######## block 1 ########
### Placed standard cells, block 1

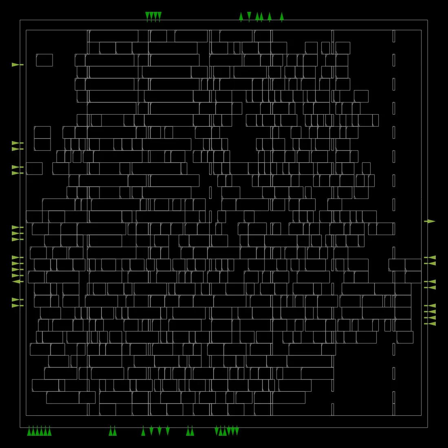

**config.mk**
```make
export PLATFORM = sky130hd
export DESIGN_NAME = background_engine
export DESIGN_NICKNAME = d
export VERILOG_FILES = /design/src/rtl/background_pkg.sv /design/src/rtl/bg_time_gen.sv /design/src/rtl/background_engine.sv
export SDC_FILE = /design/constraint.sdc
export NUM_CORES = 1
export LEC_CHECK = 0
export CAP_MARGIN = 20
export CORE_UTILIZATION = 52
export CTS_BUF_LIST = sky130_fd_sc_hd__clkbuf_2
export DETAILED_ROUTE_END_ITERATION = 7
export GPL_TIMING_DRIVEN = 0
export MAX_ROUTING_LAYER = met4
export PLACE_DENSITY = 0.87
export SYNTH_ARGS = -nofsm -noshare
export SYNTH_HDL_FRONTEND = slang
export SYNTH_HIERARCHICAL = 1
export SYNTH_SLANG_ARGS = --single-unit
export TNS_END_PERCENT = 1
```
**constraint.sdc**
```tcl
create_clock -name i_clk -period 3.6 [get_ports i_clk]
set_input_delay 0.72 -clock i_clk [delete_from_list [all_inputs] [get_ports i_clk]]
set_output_delay 0.72 -clock i_clk [all_outputs]
set_load 0.03 [all_outputs]
```
**src/rtl/background_pkg.sv**
```systemverilog
// Shared types and defaults for the background engine.
package background_pkg;
    typedef enum logic [1:0] {BG_SOLID, BG_XOR, BG_DIAG, BG_BANDS} bg_mode_e;
    localparam int BG_COLOR_W = 6;
endpackage

```
**src/rtl/bg_time_gen.sv**
```systemverilog
// Animation time base: shadow speed/direction, frame divider and up/down time counter.
module bg_time_gen #(
    parameter int TIME_W = 8
) (
    input  logic              i_clk,
    input  logic              i_reset_n,
    input  logic              i_frame_start,
    input  logic [2:0]        i_cfg_speed,
    input  logic              i_cfg_dir,
    output logic [TIME_W-1:0] o_cur_time
);
    logic [2:0]        r_speed;
    logic              r_dir;
    logic [2:0]        r_div;
    logic [TIME_W-1:0] r_time;
    logic [2:0]        w_speed;
    logic              w_dir;

    // The divider compares against the speed captured on this very pulse.
    assign w_speed = i_frame_start ? i_cfg_speed : r_speed;
    assign w_dir   = i_frame_start ? i_cfg_dir   : r_dir;

    always_ff @(posedge i_clk) begin
        if (!i_reset_n) begin
            r_speed <= '0;
            r_dir   <= 1'b0;
            r_div   <= '0;
            r_time  <= '0;
        end else if (i_frame_start) begin
            r_speed <= w_speed;
            r_dir   <= w_dir;
            if (w_speed == 3'd0) begin
                r_div <= '0;
            end else if (r_div >= w_speed - 3'd1) begin
                // >= keeps a lowered speed from stalling the divider for a full wrap
                r_div  <= '0;
                r_time <= w_dir ? r_time - TIME_W'(1) : r_time + TIME_W'(1);
            end else begin
                r_div <= r_div + 3'd1;
            end
        end
    end

    assign o_cur_time = r_time;
endmodule

```
**src/rtl/background_engine.sv**
```systemverilog
// Registered background pattern generator with internal palette and frame-synchronous config.
module background_engine
    import background_pkg::*;
#(
    parameter int HTOTAL       = 800,
    parameter int VTOTAL       = 525,
    parameter int COLOR_W      = BG_COLOR_W,
    parameter int NUM_COLORS   = 4,
    parameter int TIME_W       = 8,
    parameter int STRIPE_SHIFT = 5,
    localparam int HW          = $clog2(HTOTAL) + 1,
    localparam int VW          = $clog2(VTOTAL) + 1,
    localparam int PAL_AW      = $clog2(NUM_COLORS)
) (
    input  logic               i_clk,
    input  logic               i_reset_n,
    input  logic               i_frame_start,
    input  logic [HW-1:0]      i_counter_h,
    input  logic [VW-1:0]      i_counter_v,
    input  logic [1:0]         i_cfg_mode,
    input  logic [2:0]         i_cfg_speed,
    input  logic               i_cfg_dir,
    input  logic               i_pal_we,
    input  logic [PAL_AW-1:0]  i_pal_addr,
    input  logic [COLOR_W-1:0] i_pal_wdata,
    output logic [COLOR_W-1:0] o_color_out,
    output logic [TIME_W-1:0]  o_cur_time
);
    localparam int W = ((HW > VW) ? HW : VW) + 2;

    logic [COLOR_W-1:0] r_pal [NUM_COLORS];
    bg_mode_e           r_mode;
    logic [COLOR_W-1:0] r_color;

    logic [W-1:0]       w_h, w_v, w_t;
    logic [W-1:0]       w_sum_d, w_sum_b;
    logic [PAL_AW-1:0]  w_idx_d, w_idx_b;
    logic [6:0]         w_xor;
    logic [COLOR_W-1:0] w_color;
    logic [TIME_W-1:0]  w_time;

    bg_time_gen #(.TIME_W(TIME_W)) u_time (
        .i_clk         (i_clk),
        .i_reset_n     (i_reset_n),
        .i_frame_start (i_frame_start),
        .i_cfg_speed   (i_cfg_speed),
        .i_cfg_dir     (i_cfg_dir),
        .o_cur_time    (w_time)
    );

    assign w_h = {{(W-HW){i_counter_h[HW-1]}}, i_counter_h};
    assign w_v = {{(W-VW){i_counter_v[VW-1]}}, i_counter_v};
    assign w_t = W'(w_time);

    assign w_sum_d = w_h + w_v + w_t;
    assign w_sum_b = w_v + w_t;
    assign w_idx_d = PAL_AW'(w_sum_d >> STRIPE_SHIFT);
    assign w_idx_b = PAL_AW'(w_sum_b >> STRIPE_SHIFT);
    assign w_xor   = {1'b0, w_h[7:2] ^ w_v[7:2]} + {1'b0, w_t[7:2]};

    always_comb begin
        w_color = '0;
        case (r_mode)
            BG_SOLID: w_color = r_pal[0];
            BG_XOR:   w_color = COLOR_W'(w_xor);
            BG_DIAG:  w_color = r_pal[w_idx_d];
            BG_BANDS: w_color = r_pal[w_idx_b];
            default:  w_color = '0;
        endcase
    end

    // Lookups read the palette before this edge's write lands, so a colliding pixel sees the old entry.
    always_ff @(posedge i_clk) begin
        if (!i_reset_n) begin
            for (int i = 0; i < NUM_COLORS; i++) r_pal[i] <= '0;
            r_mode  <= BG_SOLID;
            r_color <= '0;
        end else begin
            r_color <= w_color;
            if (i_pal_we) r_pal[i_pal_addr] <= i_pal_wdata;
            if (i_frame_start) r_mode <= bg_mode_e'(i_cfg_mode);
        end
    end

    assign o_color_out = r_color;
    assign o_cur_time  = w_time;
endmodule

```
######## block 2 ########
==> config.mk <==
export PLATFORM = sky130hd
export DESIGN_NAME = frame_source_flat
export DESIGN_NICKNAME = d
export VERILOG_FILES = /design/src/rtl/frame_source_if.sv /design/src/rtl/frame_source.sv /design/src/flat_wrapper.sv
export SDC_FILE = /design/constraint.sdc
export NUM_CORES = 1
export LEC_CHECK = 0
export ABC_AREA = 1
export CORE_AREA = 2 2 146 290
export DETAILED_ROUTE_END_ITERATION = 12
export DIE_AREA = 0 0 148 292
export DONT_BUFFER_PORTS = 1
export GPL_ROUTABILITY_DRIVEN = 0
export PLACE_DENSITY = 0.81
export SLEW_MARGIN = 20
export SYNTH_ARGS = -nofsm -noshare
export SYNTH_HDL_FRONTEND = slang
export SYNTH_SLANG_ARGS = --single-unit
==> constraint.sdc <==
create_clock -name clk -period 2.6 [get_ports clk]
set_input_delay 0.39 -clock clk [delete_from_list [all_inputs] [get_ports clk]]
set_output_delay 0.39 -clock clk [all_outputs]
set_load 0.005 [all_outputs]
==> src/rtl/frame_source_if.sv <==
// Framed-data bus between the host/accumulator side and frame_source.
// master is the frame_source side; slave is the host/downstream side.
interface frame_source_if #(
  parameter int NOF_BITS = 32,
  parameter int DEPTH    = 16
);
  localparam int CNT_W = $clog2(DEPTH + 1);

  logic                wr_en;
  logic [NOF_BITS-1:0] wr_data;
  logic                start;
  logic                sum_done;
  logic                data_first;
  logic                data_last;
  logic [NOF_BITS-1:0] data_out;
  logic [CNT_W-1:0]    count;
  logic                full;
  logic                busy;
  logic                ovf;
  logic                frame_sent;

  modport master (
    input  wr_en, wr_data, start, sum_done,
    output data_first, data_last, data_out, count, full, busy, ovf, frame_sent
  );

  modport slave (
    output wr_en, wr_data, start, sum_done,
    input  data_first, data_last, data_out, count, full, busy, ovf, frame_sent
  );
endinterface

==> src/rtl/frame_source.sv <==
// Transmit end of the averager: buffers host words, replays them as one framed
// burst on start, then holds off until the accumulator acknowledges with sum_done.
module frame_source #(
  parameter int NOF_BITS = 32,
  parameter int DEPTH    = 16
) (
  input logic            clk,
  input logic            rst_n,
  frame_source_if.master bus
);
  localparam int CNT_W = $clog2(DEPTH + 1);
  localparam int AW    = (DEPTH > 1) ? $clog2(DEPTH) : 1;

  typedef enum logic [1:0] {
    IDLE      = 2'd0,
    SEND      = 2'd1,
    WAIT_DONE = 2'd2
  } state_t;

  state_t              state_q, state_d;
  logic [CNT_W-1:0]    count_q, count_d;
  logic [CNT_W-1:0]    len_q, len_d;
  logic [CNT_W-1:0]    idx_q, idx_d;
  logic [NOF_BITS-1:0] dout_q, dout_d;
  logic                first_q, first_d;
  logic                last_q, last_d;
  logic                ovf_q, ovf_d;
  logic                sent_q, sent_d;
  logic                full_q, full_d;
  logic                busy_q, busy_d;
  logic                we_s;
  logic [AW-1:0]       waddr_s;
  logic [AW-1:0]       raddr_s;
  logic [NOF_BITS-1:0] mem_q [DEPTH];

  assign waddr_s = count_q[AW-1:0];
  assign raddr_s = idx_q[AW-1:0];

  // Next-state and registered-output computation for the frame sequencer.
  always_comb begin
    state_d = state_q;
    count_d = count_q;
    len_d   = len_q;
    idx_d   = idx_q;
    dout_d  = {NOF_BITS{1'b0}};
    first_d = 1'b0;
    last_d  = 1'b0;
    ovf_d   = 1'b0;
    sent_d  = 1'b0;
    we_s    = 1'b0;
    case (state_q)
      IDLE: begin
        if (bus.wr_en) begin
          if (full_q) begin
            ovf_d = 1'b1;
          end else begin
            we_s    = 1'b1;
            count_d = count_q + CNT_W'(1);
          end
        end else begin
          we_s = 1'b0;
        end
        // Word 0 is driven at the start edge; bypass the write port when it lands now.
        if (bus.start && (count_d != {CNT_W{1'b0}})) begin
          state_d = SEND;
          len_d   = count_d;
          idx_d   = CNT_W'(1);
          dout_d  = (count_q == {CNT_W{1'b0}}) ? bus.wr_data : mem_q[{AW{1'b0}}];
          first_d = 1'b1;
          last_d  = (count_d == CNT_W'(1));
        end else begin
          state_d = IDLE;
        end
      end
      SEND: begin
        if (idx_q == len_q) begin
          state_d = WAIT_DONE;
        end else begin
          dout_d = mem_q[raddr_s];
          last_d = (idx_q == (len_q - CNT_W'(1)));
          idx_d  = idx_q + CNT_W'(1);
        end
      end
      WAIT_DONE: begin
        if (bus.sum_done) begin
          count_d = {CNT_W{1'b0}};
          sent_d  = 1'b1;
          state_d = IDLE;
        end else begin
          state_d = WAIT_DONE;
        end
      end
      default: begin
        state_d = IDLE;
      end
    endcase
    full_d = (count_d == CNT_W'(DEPTH));
    busy_d = (state_d != IDLE);
  end

  // Sequencer state and output registers.
  always_ff @(posedge clk or negedge rst_n) begin
    if (!rst_n) begin
      state_q <= IDLE;
      count_q <= {CNT_W{1'b0}};
      len_q   <= {CNT_W{1'b0}};
      idx_q   <= {CNT_W{1'b0}};
      dout_q  <= {NOF_BITS{1'b0}};
      first_q <= 1'b0;
      last_q  <= 1'b0;
      ovf_q   <= 1'b0;
      sent_q  <= 1'b0;
      full_q  <= 1'b0;
      busy_q  <= 1'b0;
    end else begin
      state_q <= state_d;
      count_q <= count_d;
      len_q   <= len_d;
      idx_q   <= idx_d;
      dout_q  <= dout_d;
      first_q <= first_d;
      last_q  <= last_d;
      ovf_q   <= ovf_d;
      sent_q  <= sent_d;
      full_q  <= full_d;
      busy_q  <= busy_d;
    end
  end

  // Frame buffer; contents survive a frame, only the count is cleared.
  always_ff @(posedge clk) begin
    if (we_s) begin
      mem_q[waddr_s] <= bus.wr_data;
    end
  end

  assign bus.data_out   = dout_q;
  assign bus.data_first = first_q;
  assign bus.data_last  = last_q;
  assign bus.count      = count_q;
  assign bus.full       = full_q;
  assign bus.busy       = busy_q;
  assign bus.ovf        = ovf_q;
  assign bus.frame_sent = sent_q;
endmodule

==> src/flat_wrapper.sv <==
// flat-port wrapper written by rule: the top's interface ports become plain ports
module frame_source_flat 
#(
  parameter int NOF_BITS = 32,
  parameter int DEPTH    = 16
)
  (clk, rst_n, bus_wr_en, bus_wr_data, bus_start, bus_sum_done, bus_data_first, bus_data_last, bus_data_out, bus_count, bus_full, bus_busy, bus_ovf, bus_frame_sent);
  frame_source_if #(.NOF_BITS(NOF_BITS), .DEPTH(DEPTH)) bus_i ();
  input logic clk;
  input logic rst_n;
  input wire logic [$bits(bus_i.wr_en)-1:0] bus_wr_en;
  input wire logic [$bits(bus_i.wr_data)-1:0] bus_wr_data;
  input wire logic [$bits(bus_i.start)-1:0] bus_start;
  input wire logic [$bits(bus_i.sum_done)-1:0] bus_sum_done;
  output wire logic [$bits(bus_i.data_first)-1:0] bus_data_first;
  output wire logic [$bits(bus_i.data_last)-1:0] bus_data_last;
  output wire logic [$bits(bus_i.data_out)-1:0] bus_data_out;
  output wire logic [$bits(bus_i.count)-1:0] bus_count;
  output wire logic [$bits(bus_i.full)-1:0] bus_full;
  output wire logic [$bits(bus_i.busy)-1:0] bus_busy;
  output wire logic [$bits(bus_i.ovf)-1:0] bus_ovf;
  output wire logic [$bits(bus_i.frame_sent)-1:0] bus_frame_sent;
  assign bus_i.wr_en = bus_wr_en;
  assign bus_i.wr_data = bus_wr_data;
  assign bus_i.start = bus_start;
  assign bus_i.sum_done = bus_sum_done;
  assign bus_data_first = bus_i.data_first;
  assign bus_data_last = bus_i.data_last;
  assign bus_data_out = bus_i.data_out;
  assign bus_count = bus_i.count;
  assign bus_full = bus_i.full;
  assign bus_busy = bus_i.busy;
  assign bus_ovf = bus_i.ovf;
  assign bus_frame_sent = bus_i.frame_sent;
  frame_source #(.NOF_BITS(NOF_BITS), .DEPTH(DEPTH)) u_core (.clk(clk), .rst_n(rst_n), .bus(bus_i));
endmodule
######## block 3 ########
[src/rtl/median3_stream_filter_pkg.sv]
// median3_stream_filter_pkg
//   Shared definitions for the 3-tap streaming median filter:
//   default widths, the window fill-state encoding and a reference
//   middle-of-three function on the default sample width.
package median3_stream_filter_pkg;

  localparam int unsigned DATA_W_DEF = 8;
  localparam int unsigned CNT_W_DEF  = 16;

  // Number of valid samples currently held in the sliding window.
  typedef enum logic [1:0] {
    FILL_EMPTY = 2'd0,
    FILL_ONE   = 2'd1,
    FILL_TWO   = 2'd2,
    FILL_FULL  = 2'd3
  } fill_t;

  // Unsigned middle value of three; ties return the tied value.
  function automatic logic [DATA_W_DEF-1:0] median3(
    input logic [DATA_W_DEF-1:0] a,
    input logic [DATA_W_DEF-1:0] b,
    input logic [DATA_W_DEF-1:0] c
  );
    logic [DATA_W_DEF-1:0] res;
    if (((a >= b) && (b >= c)) || ((c >= b) && (b >= a))) begin
      res = b;
    end else if (((b >= a) && (a >= c)) || ((c >= a) && (a >= b))) begin
      res = a;
    end else begin
      res = c;
    end
    return res;
  endfunction

endpackage

[src/rtl/median3_stream_filter_core.sv]
// median3_core
//   Purely combinational unsigned middle-of-three selector.
//   Ports:
//     a, b, c : DATA_W-bit unsigned operands
//     med     : DATA_W-bit middle value (a tied value when operands tie)
module median3_core #(
  parameter int unsigned DATA_W = 8
) (
  input  logic [DATA_W-1:0] a,
  input  logic [DATA_W-1:0] b,
  input  logic [DATA_W-1:0] c,
  output logic [DATA_W-1:0] med
);

  logic a_ge_b;
  logic b_ge_c;
  logic a_ge_c;

  assign a_ge_b = (a >= b);
  assign b_ge_c = (b >= c);
  assign a_ge_c = (a >= c);

  // Three comparators are enough: b is the middle when both b-relations
  // agree in direction, a is the middle when a sits between b and c,
  // otherwise c is.
  always_comb begin
    med = c;
    if ((a_ge_b && b_ge_c) || (!a_ge_b && !b_ge_c) ||
        (a == b) || (b == c)) begin
      med = b;
    end else if ((!a_ge_b && a_ge_c) || (a_ge_b && !a_ge_c) || (a == c)) begin
      med = a;
    end
  end

endmodule

[src/rtl/median3_stream_filter.sv]
// median3_stream_filter
//   Streaming 3-tap median filter. Keeps a sliding window of the last two
//   accepted samples (w0 newest) plus an extra history tap (w2), feeds
//   median3_core with (in_data, w0, w1) and registers the median into a
//   valid/ready output stream. The window restarts at every in_last.
//
//   Build option:
//     MEDIAN_EDGE_REPLICATE_EN - the first sample of a frame is replicated
//       into the whole window, so every accepted sample emits a median and
//       short frames keep their last flag.
//
//   Ports:
//     clk, rst             : clock, synchronous active-high reset
//     in_valid/in_ready    : input handshake
//     in_data, in_last     : input sample and end-of-frame flag
//     out_valid/out_ready  : output handshake
//     out_data, out_last   : registered median and its end-of-frame flag
//     out_count            : completed output handshakes, wraps
module median3_stream_filter
  import median3_stream_filter_pkg::*;
#(
  parameter int unsigned DATA_W = DATA_W_DEF,
  parameter int unsigned CNT_W  = CNT_W_DEF
) (
  input  logic              clk,
  input  logic              rst,
  input  logic              in_valid,
  output logic              in_ready,
  input  logic [DATA_W-1:0] in_data,
  input  logic              in_last,
  output logic              out_valid,
  input  logic              out_ready,
  output logic [DATA_W-1:0] out_data,
  output logic              out_last,
  output logic [CNT_W-1:0]  out_count
);

  fill_t fill;
  fill_t fill_next;

  logic [DATA_W-1:0] w0;
  logic [DATA_W-1:0] w1;
  logic [DATA_W-1:0] w2;

  logic              accept;
  logic              out_hs;
  logic              emit;
  logic              replicate;
  logic [DATA_W-1:0] op_b;
  logic [DATA_W-1:0] op_c;
  logic [DATA_W-1:0] med;

  // Single output register, no skid buffer: a new sample may enter only
  // when the output slot is free or being drained this cycle.
  assign in_ready = !out_valid || out_ready;
  assign accept   = in_valid && in_ready;
  assign out_hs   = out_valid && out_ready;

  always_ff @(posedge clk) begin
    if (rst) begin
      fill <= FILL_EMPTY;
    end else begin
      fill <= fill_next;
    end
  end

  always_comb begin
    fill_next = fill;
    emit      = 1'b0;
    replicate = 1'b0;
    if (accept) begin
      unique case (fill)
        FILL_EMPTY: begin
`ifdef MEDIAN_EDGE_REPLICATE_EN
          fill_next = FILL_FULL;
          emit      = 1'b1;
          replicate = 1'b1;
`else
          fill_next = FILL_ONE;
`endif
        end
        FILL_ONE: begin
          fill_next = FILL_TWO;
        end
        FILL_TWO: begin
          fill_next = FILL_FULL;
          emit      = 1'b1;
        end
        FILL_FULL: begin
          fill_next = FILL_FULL;
          emit      = 1'b1;
        end
        default: begin
          fill_next = FILL_EMPTY;
        end
      endcase
      // End of frame overrides the fill advance; the emit above still
      // happens so the last sample's median carries out_last.
      if (in_last) begin
        fill_next = FILL_EMPTY;
      end
    end
  end

  // When replicating, the stale window contents are ignored and the new
  // sample stands in for both history taps.
  assign op_b = replicate ? in_data : w0;
  assign op_c = replicate ? in_data : w1;

  median3_core #(
    .DATA_W(DATA_W)
  ) u_core (
    .a  (in_data),
    .b  (op_b),
    .c  (op_c),
    .med(med)
  );

  always_ff @(posedge clk) begin
    if (rst) begin
      w0 <= '0;
      w1 <= '0;
      w2 <= '0;
    end else if (accept) begin
      if (replicate) begin
        w0 <= in_data;
        w1 <= in_data;
        w2 <= in_data;
      end else begin
        w0 <= in_data;
        w1 <= w0;
        w2 <= w1;
      end
    end
  end

  always_ff @(posedge clk) begin
    if (rst) begin
      out_valid <= 1'b0;
      out_data  <= '0;
      out_last  <= 1'b0;
    end else if (emit) begin
      out_valid <= 1'b1;
      out_data  <= med;
      out_last  <= in_last;
    end else if (out_hs) begin
      out_valid <= 1'b0;
    end
  end

  always_ff @(posedge clk) begin
    if (rst) begin
      out_count <= '0;
    end else if (out_hs) begin
      out_count <= out_count + CNT_W'(1);
    end
  end

endmodule

[config.mk]
export PLATFORM = sky130hd
export DESIGN_NAME = median3_stream_filter
export DESIGN_NICKNAME = d
export VERILOG_FILES = /design/src/rtl/median3_stream_filter_pkg.sv /design/src/rtl/median3_stream_filter_core.sv /design/src/rtl/median3_stream_filter.sv
export SDC_FILE = /design/constraint.sdc
export NUM_CORES = 1
export LEC_CHECK = 0
export ABC_AREA = 0
export CELL_PAD_IN_SITES_DETAIL_PLACEMENT = 1
export CELL_PAD_IN_SITES_GLOBAL_PLACEMENT = 1
export CORE_ASPECT_RATIO = 0.9
export CORE_MARGIN = 10
export CORE_UTILIZATION = 40
export DETAILED_ROUTE_END_ITERATION = 6
export DONT_BUFFER_PORTS = 1
export GPL_ROUTABILITY_DRIVEN = 0
export GPL_TIMING_DRIVEN = 0
export PLACE_DENSITY_LB_ADDON = 0.1
export SYNTH_ARGS = -nofsm -noshare
export SYNTH_HDL_FRONTEND = slang
export SYNTH_HIERARCHICAL = 1
export SYNTH_SLANG_ARGS = --single-unit
[constraint.sdc]
create_clock -name clk -period 3.3 [get_ports clk]
set_input_delay 0.825 -clock clk [delete_from_list [all_inputs] [get_ports clk]]
set_output_delay 0.825 -clock clk [all_outputs]
set_load 0.03 [all_outputs]
######## block 4 ########
<file path="config.mk">
export PLATFORM = sky130hd
export DESIGN_NAME = spike_sample_sequencer
export DESIGN_NICKNAME = d
export VERILOG_FILES = /design/src/rtl/spike_seq_pkg.sv /design/src/rtl/spike_counter_bank.sv /design/src/rtl/spike_sample_sequencer.sv
export SDC_FILE = /design/constraint.sdc
export NUM_CORES = 1
export LEC_CHECK = 0
export CELL_PAD_IN_SITES_DETAIL_PLACEMENT = 1
export CELL_PAD_IN_SITES_GLOBAL_PLACEMENT = 1
export CORE_ASPECT_RATIO = 0.8
export CORE_MARGIN = 4
export CORE_UTILIZATION = 40
export DETAILED_ROUTE_END_ITERATION = 10
export PLACE_DENSITY_LB_ADDON = 0.1
export SETUP_SLACK_MARGIN = 0.15
export SLEW_MARGIN = 20
export SYNTH_ARGS = -nofsm -noshare
export SYNTH_HDL_FRONTEND = slang
export SYNTH_SLANG_ARGS = --single-unit
export TNS_END_PERCENT = 50
</file>
<file path="constraint.sdc">
create_clock -name clk -period 1.8 [get_ports clk]
set_input_delay 0.27 -clock clk [delete_from_list [all_inputs] [get_ports clk]]
set_output_delay 0.27 -clock clk [all_outputs]
set_load 0.01 [all_outputs]
</file>
<file path="src/rtl/spike_seq_pkg.sv">
// Shared types for the spike sample sequencer: FSM states, event codes,
// unit index type and the captured-result payload.
package spike_seq_pkg;

  localparam int unsigned UNIT_IDX_W = 2;
  localparam int unsigned EVENT_W    = 2;

  typedef logic [UNIT_IDX_W-1:0] unit_idx_t;

  typedef enum logic [2:0] {
    WAIT_MSB = 3'd0,
    WAIT_LSB = 3'd1,
    ISSUE    = 3'd2,
    PROCESS  = 3'd3,
    CAPTURE  = 3'd4
  } seq_state_e;

  typedef enum logic [EVENT_W-1:0] {
    EV_NONE = 2'b00,
    EV_1    = 2'b01,
    EV_2    = 2'b10,
    EV_3    = 2'b11
  } event_e;

  // Result captured from a unit at the end of its processing window
  typedef struct packed {
    unit_idx_t          unit;
    logic               spike;
    logic [EVENT_W-1:0] evt;
  } seq_result_t;

  // Round-robin successor, wrapping at the last populated unit
  function automatic unit_idx_t next_unit(input unit_idx_t cur, input int unsigned num_units);
    if (32'(cur) >= num_units - 1) return '0;
    return cur + unit_idx_t'(1);
  endfunction

endpackage

</file>
<file path="src/rtl/spike_counter_bank.sv">
// Per-unit saturating spike counters with synchronous clear and readback mux.
// Ports: clk, rst_n (async active-low), clr (clears all, wins over inc),
//        inc (one-hot increment), sel (readback index), cnt_out (comb mux,
//        0 when sel addresses an unpopulated unit).
module spike_counter_bank
  import spike_seq_pkg::*;
#(
  parameter int unsigned NUM_UNITS = 2,
  parameter int unsigned CNT_WIDTH = 8
) (
  input  logic                 clk,
  input  logic                 rst_n,
  input  logic                 clr,
  input  logic [NUM_UNITS-1:0] inc,
  input  unit_idx_t            sel,
  output logic [CNT_WIDTH-1:0] cnt_out
);

  logic [NUM_UNITS*CNT_WIDTH-1:0] cnt_flat;

  for (genvar g = 0; g < NUM_UNITS; g++) begin : g_cnt
    logic [CNT_WIDTH-1:0] cnt_q;

    // Saturating counter; clear takes priority over a coincident increment
    always_ff @(posedge clk or negedge rst_n) begin
      if (!rst_n) begin
        cnt_q <= '0;
      end else if (clr) begin
        cnt_q <= '0;
      end else if (inc[g] && (cnt_q != '1)) begin
        cnt_q <= cnt_q + CNT_WIDTH'(1);
      end
    end

    assign cnt_flat[g*CNT_WIDTH +: CNT_WIDTH] = cnt_q;
  end

  // Readback mux
  always_comb begin
    cnt_out = '0;
    if (32'(sel) < NUM_UNITS) begin
      cnt_out = CNT_WIDTH'(cnt_flat >> (32'(sel) * CNT_WIDTH));
    end
  end

endmodule

</file>
<file path="src/rtl/spike_sample_sequencer.sv">
// Front-end controller for the multi-unit spike-detection datapath.
// Assembles MSB-first byte pairs into samples, issues them round-robin to the
// detection units, waits PROCESS_CYCLES, captures each unit's spike/event
// result and keeps per-unit saturating spike counts.
// Ports: byte_in/byte_valid/byte_ready (byte stream), frame_start (restart at
//        unit 0), sample_data/unit_valid (issue to units), unit_spike/unit_event
//        (unit results), res_* (captured result strobe), cnt_sel/cnt_out
//        (counter readback), clr (clears counters and overrun), overrun
//        (sticky dropped-byte flag), err_timeout (inter-byte timeout pulse).
// Optional: define SEQ_BYTE_TIMEOUT_EN to abandon a half-received sample after
//           TIMEOUT_CYCLES idle cycles in WAIT_LSB; otherwise err_timeout is 0.
module spike_sample_sequencer
  import spike_seq_pkg::*;
#(
  parameter int unsigned NUM_UNITS      = 2,
  parameter int unsigned DATA_WIDTH     = 16,
  parameter int unsigned PROCESS_CYCLES = 2,
  parameter int unsigned CNT_WIDTH      = 8,
  parameter int unsigned TIMEOUT_CYCLES = 64
) (
  input  logic                   clk,
  input  logic                   rst_n,
  input  logic [7:0]             byte_in,
  input  logic                   byte_valid,
  input  logic                   frame_start,
  output logic                   byte_ready,
  output logic [DATA_WIDTH-1:0]  sample_data,
  output logic [NUM_UNITS-1:0]   unit_valid,
  input  logic [NUM_UNITS-1:0]   unit_spike,
  input  logic [2*NUM_UNITS-1:0] unit_event,
  output logic                   res_valid,
  output logic [1:0]             res_unit,
  output logic                   res_spike,
  output logic [1:0]             res_event,
  input  logic [1:0]             cnt_sel,
  output logic [CNT_WIDTH-1:0]   cnt_out,
  input  logic                   clr,
  output logic                   overrun,
  output logic                   err_timeout
);

  localparam int unsigned PCW = $clog2(PROCESS_CYCLES + 1);

  // Elaboration-time parameter sanity
  if (NUM_UNITS < 1 || NUM_UNITS > 4) begin : g_bad_units
    $error("NUM_UNITS must be 1..4");
  end
  if (DATA_WIDTH != 16) begin : g_bad_width
    $error("DATA_WIDTH must be 16");
  end
  if (PROCESS_CYCLES < 1) begin : g_bad_proc
    $error("PROCESS_CYCLES must be >= 1");
  end
  if (TIMEOUT_CYCLES < 1) begin : g_bad_timeout
    $error("TIMEOUT_CYCLES must be >= 1");
  end

  seq_state_e           state_q;
  unit_idx_t            ch_q;
  logic [7:0]           msb_q;
  logic [PCW-1:0]       proc_q;
  logic                 fs_pend_q;
  seq_result_t          res_q;

  logic                 sel_spike_c;
  logic [EVENT_W-1:0]   sel_event_c;
  logic [NUM_UNITS-1:0] ch_onehot_c;
  logic [NUM_UNITS-1:0] inc_c;

  // Current unit's result lines and one-hot strobe
  always_comb begin
    sel_spike_c = 1'(unit_spike >> ch_q);
    sel_event_c = EVENT_W'(unit_event >> {ch_q, 1'b0});
    ch_onehot_c = NUM_UNITS'(1) << ch_q;
  end

  // Count the captured spike while the result is presented
  assign inc_c = ((state_q == CAPTURE) && res_q.spike) ? ch_onehot_c : '0;

  assign res_unit  = res_q.unit;
  assign res_spike = res_q.spike;
  assign res_event = res_q.evt;

`ifdef SEQ_BYTE_TIMEOUT_EN
  localparam int unsigned TOW = $clog2(TIMEOUT_CYCLES + 1);
  logic [TOW-1:0] to_q;
`else
  assign err_timeout = 1'b0;
`endif

  // Sequencer FSM with registered outputs
  always_ff @(posedge clk or negedge rst_n) begin
    if (!rst_n) begin
      state_q     <= WAIT_MSB;
      ch_q        <= '0;
      msb_q       <= '0;
      proc_q      <= '0;
      fs_pend_q   <= 1'b0;
      res_q       <= '{unit: '0, spike: 1'b0, evt: EV_NONE};
      byte_ready  <= 1'b1;
      sample_data <= '0;
      unit_valid  <= '0;
      res_valid   <= 1'b0;
      overrun     <= 1'b0;
`ifdef SEQ_BYTE_TIMEOUT_EN
      to_q        <= '0;
      err_timeout <= 1'b0;
`endif
    end else begin
      unit_valid <= '0;
      res_valid  <= 1'b0;
`ifdef SEQ_BYTE_TIMEOUT_EN
      err_timeout <= 1'b0;
`endif
      if (clr) begin
        overrun <= 1'b0;
      end else if (byte_valid && !byte_ready) begin
        overrun <= 1'b1;
      end

      case (state_q)
        WAIT_MSB: begin
          if (frame_start) ch_q <= '0;
          if (byte_valid) begin
            msb_q   <= byte_in;
            state_q <= WAIT_LSB;
`ifdef SEQ_BYTE_TIMEOUT_EN
            to_q    <= '0;
`endif
          end
        end

        WAIT_LSB: begin
          // frame_start drops the held MSB; a same-cycle byte restarts as MSB
          if (frame_start) begin
            ch_q <= '0;
            if (byte_valid) begin
              msb_q <= byte_in;
`ifdef SEQ_BYTE_TIMEOUT_EN
              to_q  <= '0;
`endif
            end else begin
              state_q <= WAIT_MSB;
            end
          end else if (byte_valid) begin
            sample_data <= DATA_WIDTH'({msb_q, byte_in});
            unit_valid  <= ch_onehot_c;
            byte_ready  <= 1'b0;
            proc_q      <= '0;
            state_q     <= ISSUE;
          end
`ifdef SEQ_BYTE_TIMEOUT_EN
          else if (to_q == TOW'(TIMEOUT_CYCLES - 1)) begin
            err_timeout <= 1'b1;
            state_q     <= WAIT_MSB;
          end else begin
            to_q <= to_q + TOW'(1);
          end
`endif
        end

        ISSUE: begin
          if (frame_start) fs_pend_q <= 1'b1;
          state_q <= PROCESS;
        end

        PROCESS: begin
          if (frame_start) fs_pend_q <= 1'b1;
          if (proc_q == PCW'(PROCESS_CYCLES - 1)) begin
            res_valid <= 1'b1;
            res_q     <= '{unit: ch_q, spike: sel_spike_c, evt: sel_event_c};
            state_q   <= CAPTURE;
          end else begin
            proc_q <= proc_q + PCW'(1);
          end
        end

        CAPTURE: begin
          ch_q       <= (fs_pend_q || frame_start) ? '0 : next_unit(ch_q, NUM_UNITS);
          fs_pend_q  <= 1'b0;
          byte_ready <= 1'b1;
          state_q    <= WAIT_MSB;
        end

        default: begin
          state_q    <= WAIT_MSB;
          byte_ready <= 1'b1;
        end
      endcase
    end
  end

  spike_counter_bank #(
    .NUM_UNITS (NUM_UNITS),
    .CNT_WIDTH (CNT_WIDTH)
  ) u_cnt (
    .clk     (clk),
    .rst_n   (rst_n),
    .clr     (clr),
    .inc     (inc_c),
    .sel     (cnt_sel),
    .cnt_out (cnt_out)
  );

endmodule

</file>
### Placed standard cells, block 3

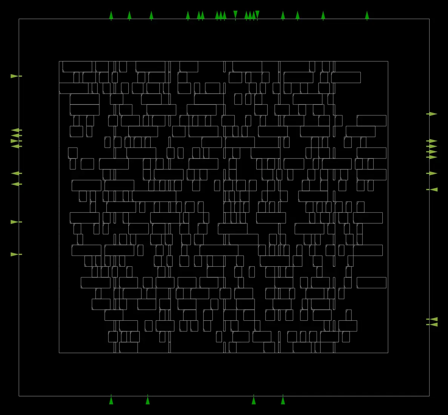
core area: 6080 um^2
proportion of cell area occupied by registers: 32.7%
fill count: 765

### The metal 1 layer, block 3

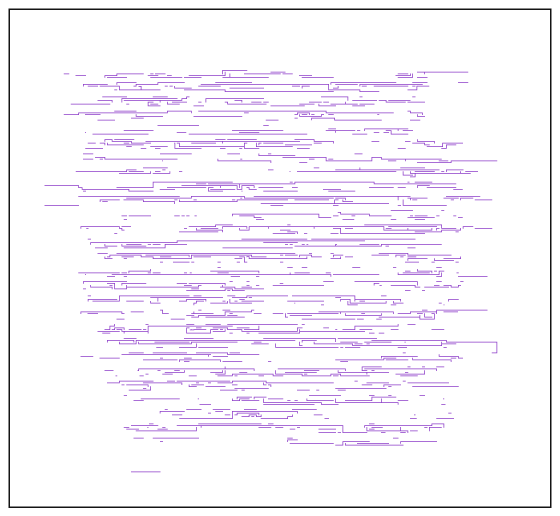
share of all routed wire: 48%
wire length on this layer: 3,470 um

==> flow_results.xml, block 3 <==
<?xml version="1.0" encoding="UTF-8"?>
<metrics>
  <group name="sta">
    <metric name="timing_max_transition_violations_final" unit="">0</metric>
    <metric name="worst_pin_slew" unit="ns">0.637</metric>
  </group>
  <group name="die">
    <metric name="row_count" unit="">27</metric>
    <metric name="n_tap_cell" unit="">72</metric>
  </group>
  <group name="logic_synthesis">
    <metric name="yosysChipArea" unit="um^2">2500</metric>
    <metric name="top_area_cell" unit="">sky130_fd_sc_hd__dfxtp_1</metric>
    <metric name="synth-seq-area-share" unit="%">35.2</metric>
  </group>
  <group name="worst_setup_path">
    <metric name="worst-r2r-cell-count" unit="">12</metric>
    <metric name="worstPathCellList" unit="">ha_1, nor2b_1, o211ai_1, a21oi_1, a211oi_1, xor2_1, buf_2, o21ai_0, a31oi_1, nand3_1, a21oi_1</metric>
    <metric name="cp-start-kind" unit="">input pin</metric>
    <metric name="critPathMaxFanout" unit="">10</metric>
    <metric name="timing.setup.critical_path_class" unit="">in2reg</metric>
    <metric name="critical_path_depth" unit="">11</metric>
  </group>
  <group name="layout">
    <metric name="logic_area" unit="um^2">1490</metric>
    <metric name="layout.nets" unit="">363</metric>
    <metric name="max_ffs_per_register" unit="">16</metric>
    <metric name="largest-register" unit="">out_count</metric>
  </group>
  <group name="grt">
    <metric name="first_global_vias" unit="">2255</metric>
  </group>
  <group name="status">
    <metric name="outcome" unit="">finished clean</metric>
  </group>
  <group name="placement">
    <metric name="hpwlAfterDp" unit="mm">5.64</metric>
  </group>
  <group name="cts">
    <metric name="clock.latency.late_pin" unit="ns">0.30</metric>
  </group>
  <group name="routing">
    <metric name="wl_per_cell" unit="um">18.0</metric>
  </group>
</metrics>
-- block 3: cells by family (layout without fill, tap and decap cells) --
family	after synthesis	count (layout)	synth area share, %
compound gates	75	75	17.5
fa+ha+maj	25	25	12.5
xor+xnor	11	11	3.85
simple gates	132	132	25.8
flops	44	44	35.2
buf+inv	31	39	5.10
-- block 3: metal layers --
layer	vias to the layer above	part of all wire [%]	global-route usage (%)
met1	1078	48	19.9
li1	1136	-	-
met5	-	0	0
met4	0	0.68	3.36
met2	34	46	23.6
met3	7	5.5	4.16
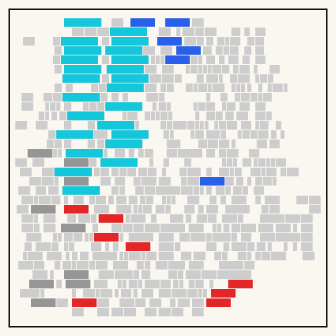
*Where the registers sit, block 1*
Other sequential cells in the stronger gray, the rest of the logic in the fainter gray.
[o_color_out] blue | placed flops: 6 | where: top middle
[u_time/o_cur_time] red | placed flops: 8
[r_pal] cyan | placed flops: 24
fin util: 62.6%
proportion of cell area occupied by registers: 24.3%
Seq. cell area: 1180 um^2

## Picture notes: 'Placed standard cells' of block 1
well-tap cell count: 102
Layout Cells excl Fill: 626
flop count: 47
fill count: 665
core area: 7770 um^2

==> flow_results.xml, block 1 <==
<?xml version="1.0" encoding="UTF-8"?>
<metrics>
  <group name="die">
    <metric name="die_y" unit="um">92.0</metric>
  </group>
  <group name="routing">
    <metric name="met2_wirelength" unit="mm">5.07</metric>
  </group>
  <group name="worst_setup_path">
    <metric name="worstPathCellList" unit="">clkdlybuf4s50_1, fa_1, ha_1, buf_6, nand3_1, a211o_1, a211oi_4, nor2_1, a221o_1, a31oi_1</metric>
    <metric name="cpMaxStageDelayCell" unit="">sky130_fd_sc_hd__clkdlybuf4s50_1</metric>
    <metric name="crit_start" unit="">i_counter_v[5]</metric>
  </group>
  <group name="logic_synthesis">
    <metric name="synthAdderAreaFrac" unit="%">12.5</metric>
    <metric name="netlist.top_cell.by_instances" unit="">sky130_fd_sc_hd__nand2_1</metric>
    <metric name="synth-edff-count" unit="">24</metric>
    <metric name="yosys.cell_types.count" unit="">73</metric>
    <metric name="synth_top_flop_cell" unit="">sky130_fd_sc_hd__edfxtp_1</metric>
    <metric name="synthXorXnorAreaFrac" unit="%">2.29</metric>
  </group>
  <group name="layout">
    <metric name="area.growth.synth_to_final" unit="%">15.3</metric>
    <metric name="layout.nets" unit="">601</metric>
    <metric name="final_design_area_no_fill" unit="um^2">4860</metric>
    <metric name="largest-register" unit="">r_pal</metric>
  </group>
  <group name="min_path">
    <metric name="hold-path-endpoint" unit="">u_time/r_div[2]</metric>
    <metric name="class_of_the_tightest_hold_or_removal_check" unit="">reg2reg</metric>
  </group>
  <group name="sta">
    <metric name="max_freq" unit="GHz">0.286</metric>
  </group>
  <group name="power_and_ir_drop">
    <metric name="leakage_power_of_the_design" unit="nW">1.95</metric>
    <metric name="vdd_drop_max" unit="mV">0.216</metric>
  </group>
  <group name="status">
    <metric name="outcome" unit="">finished clean</metric>
  </group>
</metrics>
[block 1: where the power goes]
group	internal (W)	leakage [nW]	switching [W]
Clock	0.0000477	0.0308	0.000177
Sequential	0.000605	0.423	0.0000436
Combinational	0.000289	1.50	0.000366
[block 1: final cells by class]
type | count | area [um^2] | share of cell area (%)
Multi-Input combinational cell | 383 | 2850 | 58.6
Inverter | 21 | 78.8 | 1.62
Timing Repair Buffer | 47 | 470 | 9.68
Clock inverter | 3 | 17.5 | 0.360
Sequential cell | 47 | 1180 | 24.3
Buffer | 18 | 110 | 2.27
Clock buffer | 5 | 25.0 | 0.515
Tap cell | 102 | 128 | 2.63
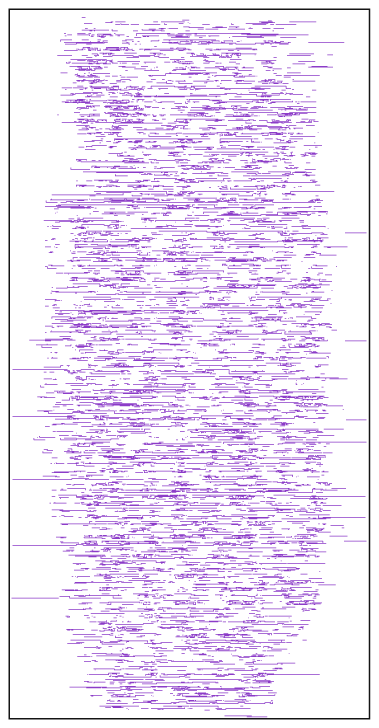
*The metal 1 layer, block 2*
share of all routed wire: 33%
longest straight run: 39.6 um
nets with wire on the layer: 1,872

==> flow_results.xml, block 2 <==
<?xml version="1.0" encoding="UTF-8"?>
<metrics>
  <group name="power_and_ir_drop">
    <metric name="sequentialPower" unit="W">0.0111</metric>
  </group>
  <group name="routing">
    <metric name="detail_route.first_pass.iterations" unit="">6</metric>
  </group>
  <group name="logic_synthesis">
    <metric name="synth-warning-count" unit="">0</metric>
    <metric name="synth.cell_area" unit="um^2">23100</metric>
    <metric name="synth-cells-yosys" unit="">1902</metric>
    <metric name="post_synth_inst_count" unit="">1902</metric>
    <metric name="synth-seq-cells" unit="">567</metric>
  </group>
  <group name="sta">
    <metric name="fin_worst_hold_slack" unit="ns">0.0352</metric>
  </group>
  <group name="cts">
    <metric name="post_cts_resized" unit="">0</metric>
    <metric name="clockBufferDepth" unit="">3</metric>
    <metric name="clockRootBuffer" unit="">sky130_fd_sc_hd__clkbuf_16</metric>
    <metric name="clock.latency.late_pin" unit="ns">0.57</metric>
  </group>
  <group name="worst_setup_path">
    <metric name="cp-start-kind" unit="">flop</metric>
    <metric name="critPathBufInv" unit="">2</metric>
    <metric name="worst-r2r-cell-count" unit="">7</metric>
  </group>
  <group name="status">
    <metric name="outcome" unit="">finished clean</metric>
  </group>
  <group name="die">
    <metric name="core_util_floorplan" unit="%">56.4</metric>
    <metric name="floorplan.io_pins" unit="">80</metric>
  </group>
  <group name="layout">
    <metric name="layout.nets" unit="">1966</metric>
  </group>
</metrics>
block 2: routing by layer:
metal | up-vias | track usage [%]
li1 | 6754 | -
met1 | 7457 | 30.6
met2 | 1015 | 49.1
met3 | 239 | 4.05
met4 | 0 | 15.7
met5 | - | 0
block 2: flip-flops by register name, summed over array words and instances (netlist names):
signal                 cells
u_core.mem_q             512
u_core.bus.data_out       32
u_core.bus.count           5
u_core.idx_q               5
u_core.len_q               5
u_core.state_q             2
u_core.bus.busy            1
u_core.bus.data_first      1
u_core.bus.data_last       1
u_core.bus.frame_sent      1
u_core.bus.full            1
u_core.bus.ovf             1
### Local utilization, block 4

The die is cut into 10 by 8 equal tiles; white is low, dark blue is high, 0 to 100% covered.
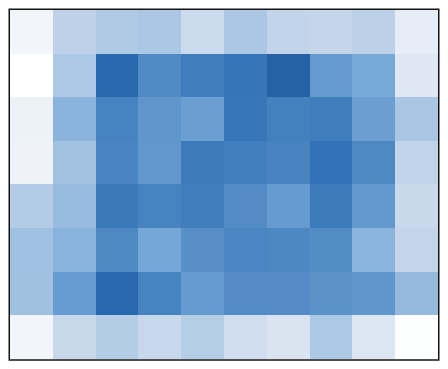
densest ninth of the die: middle
mean over tiles: 46%
tiles over 75% full: 3.7%
nearly empty tiles: 2.5%
fullest tile: 80%
fin util: 59.3%
core area: 6470 um^2

==> flow_results.xml, block 4 <==
<?xml version="1.0" encoding="UTF-8"?>
<metrics>
  <group name="routing">
    <metric name="via_count" unit="">2123</metric>
    <metric name="routed_wl" unit="mm">7.04</metric>
    <metric name="met2_wirelength" unit="mm">3.62</metric>
  </group>
  <group name="layout">
    <metric name="seq_area" unit="um^2">1460</metric>
    <metric name="seq_area_share" unit="%">37.9</metric>
    <metric name="post_route_cells_drive_above_1_share" unit="%">27.9</metric>
    <metric name="non_clock_buffer_count" unit="">80</metric>
    <metric name="diodes" unit="">0</metric>
  </group>
  <group name="power_and_ir_drop">
    <metric name="vdd_drop_max" unit="mV">0.591</metric>
    <metric name="register_share_of_total_power" unit="%">38.0</metric>
    <metric name="p_int" unit="W">0.00366</metric>
    <metric name="power_switching_share" unit="%">27.6</metric>
  </group>
  <group name="grt">
    <metric name="use_met2" unit="%">29.6</metric>
    <metric name="global_route_wire_length_before_repair" unit="mm">11.1</metric>
    <metric name="grt_util_met3" unit="%">5.15</metric>
  </group>
  <group name="logic_synthesis">
    <metric name="synth.cell_area" unit="um^2">2690</metric>
    <metric name="top_cells_by_instance_count_after_synthesis" unit="">sky130_fd_sc_hd__dfrtp_1 (57), sky130_fd_sc_hd__mux2_2 (24), sky130_fd_sc_hd__nor2_1 (16), sky130_fd_sc_hd__mux2i_1 (13), sky130_fd_sc_hd__a21oi_1 (12)</metric>
    <metric name="synth_top_flop_cell" unit="">sky130_fd_sc_hd__dfrtp_1</metric>
    <metric name="synth-seq-cells" unit="">58</metric>
  </group>
  <group name="die">
    <metric name="die_y" unit="um">81.4</metric>
  </group>
  <group name="cts">
    <metric name="cts.sinks" unit="">58</metric>
    <metric name="number_of_cts_inserted_buffers" unit="">9</metric>
  </group>
  <group name="sta">
    <metric name="finClkSkew" unit="ns">0.00904</metric>
    <metric name="max_freq" unit="GHz">0.593</metric>
  </group>
  <group name="worst_setup_path">
    <metric name="worst-r2r-cell-count" unit="">4</metric>
    <metric name="crit_start" unit="">state_q[1]</metric>
  </group>
  <group name="status">
    <metric name="outcome" unit="">finished clean</metric>
  </group>
  <group name="placement">
    <metric name="io_buffer_count" unit="">54</metric>
  </group>
</metrics>
## block 4: timing repair
action / 4_1_cts / 5_1_grt
hold buffers: 1 / 0
resized: 13 / 17
buffers inserted: 0 / 8
pin swaps: 0 / 6
setup endpoints to repair: 14 / 27
hold endpoints to repair: 57 / 0
gates cloned: 0 / 1
## block 4: logic make-up after synthesis
logic type      Yosys count
flops                    58
compound gates           40
simple gates             60
xor+xnor                  6
mux                      37
other cells               1
fa+ha+maj                 6
buf+inv                  20
## block 4: sequential cells by signal, summed over array words and instances, names as in the netlist, 3 cells and up
signal,count
u_cnt.g_cnt.cnt_q,16
state_q,3
msb_q,8
sample_data,16

==> screenshots <==
Metal 2.
image #1
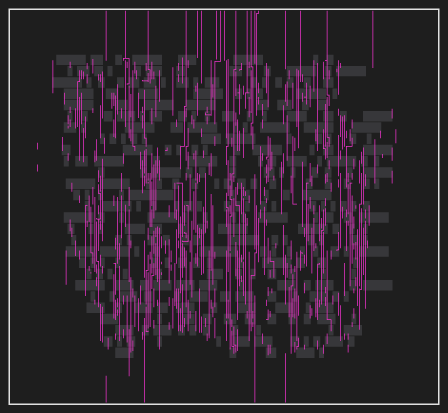
image #2
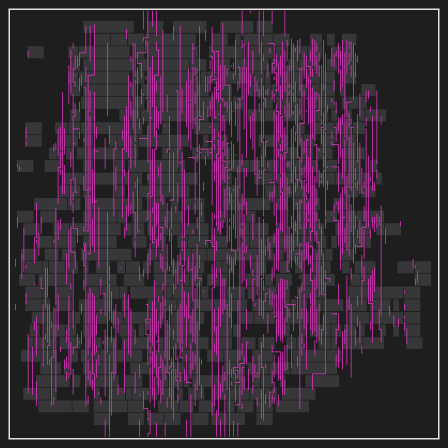
image #3
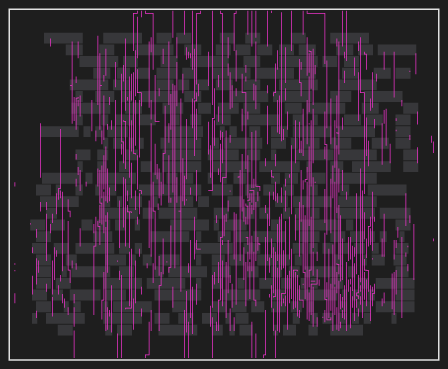
image #4
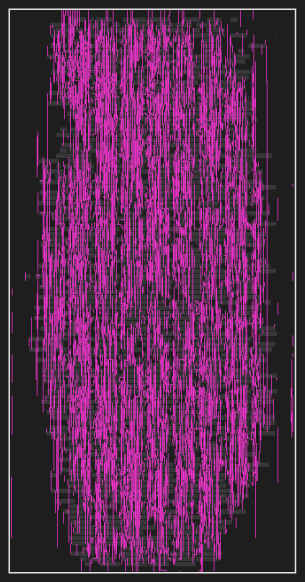
| from | picture |
|---|---|
| block 2 | image #4 |
| block 3 | image #1 |
| block 4 | image #3 |
| block 1 | image #2 |



## Gallery

Local utilization.
Plate I
The die is cut into 9 by 9 equal tiles; white is low, dark blue is high, 0 to 100% covered.
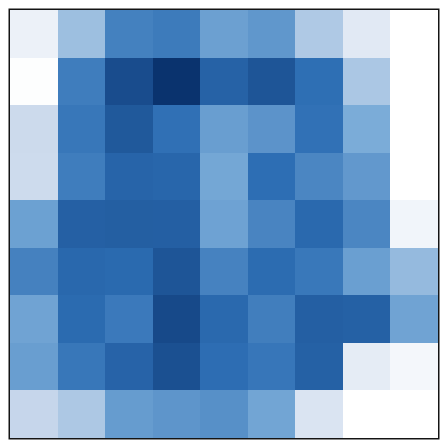
Plate II
The die is cut into 15 by 29 equal tiles; white is low, dark blue is high, 0 to 100% covered.
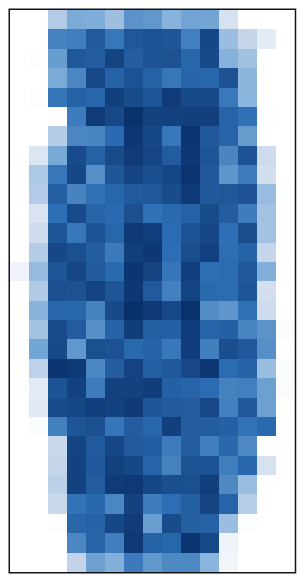
Plate III
The die is cut into 10 by 10 equal tiles; white is low, dark blue is high, 0 to 100% covered.
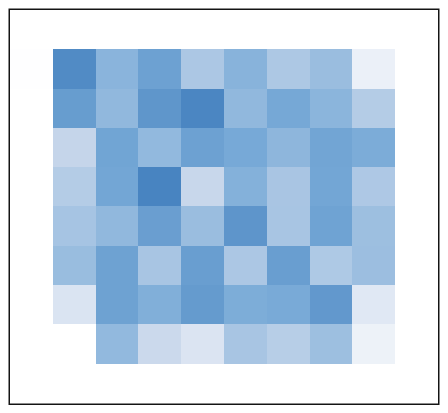
Plate I: block 1
Plate III: block 3
Plate II: block 2
- lowest utilization: Plate III


==> screenshots <==
Where the registers sit.
Other sequential cells in the stronger gray, the rest of the logic in the fainter gray.
shot_01.png
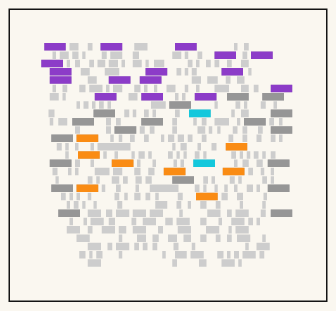
shot_02.png
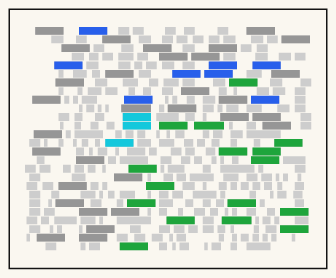
shot_03.png
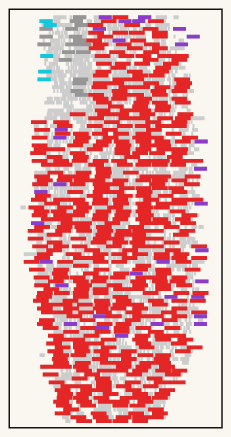
| from | picture |
|---|---|
| block 3 | shot_01.png |
| block 2 | shot_03.png |
| block 4 | shot_02.png |

Key to shot_03.png:
[u_core.bus.data_out] purple | placed flops: 32 | where: spread over the die
[u_core.bus.count] cyan | placed flops: 5 | where: top left
[u_core.mem_q] red | placed flops: 512
not colored: 18

Power is estimated from default activity; no workload was simulated.
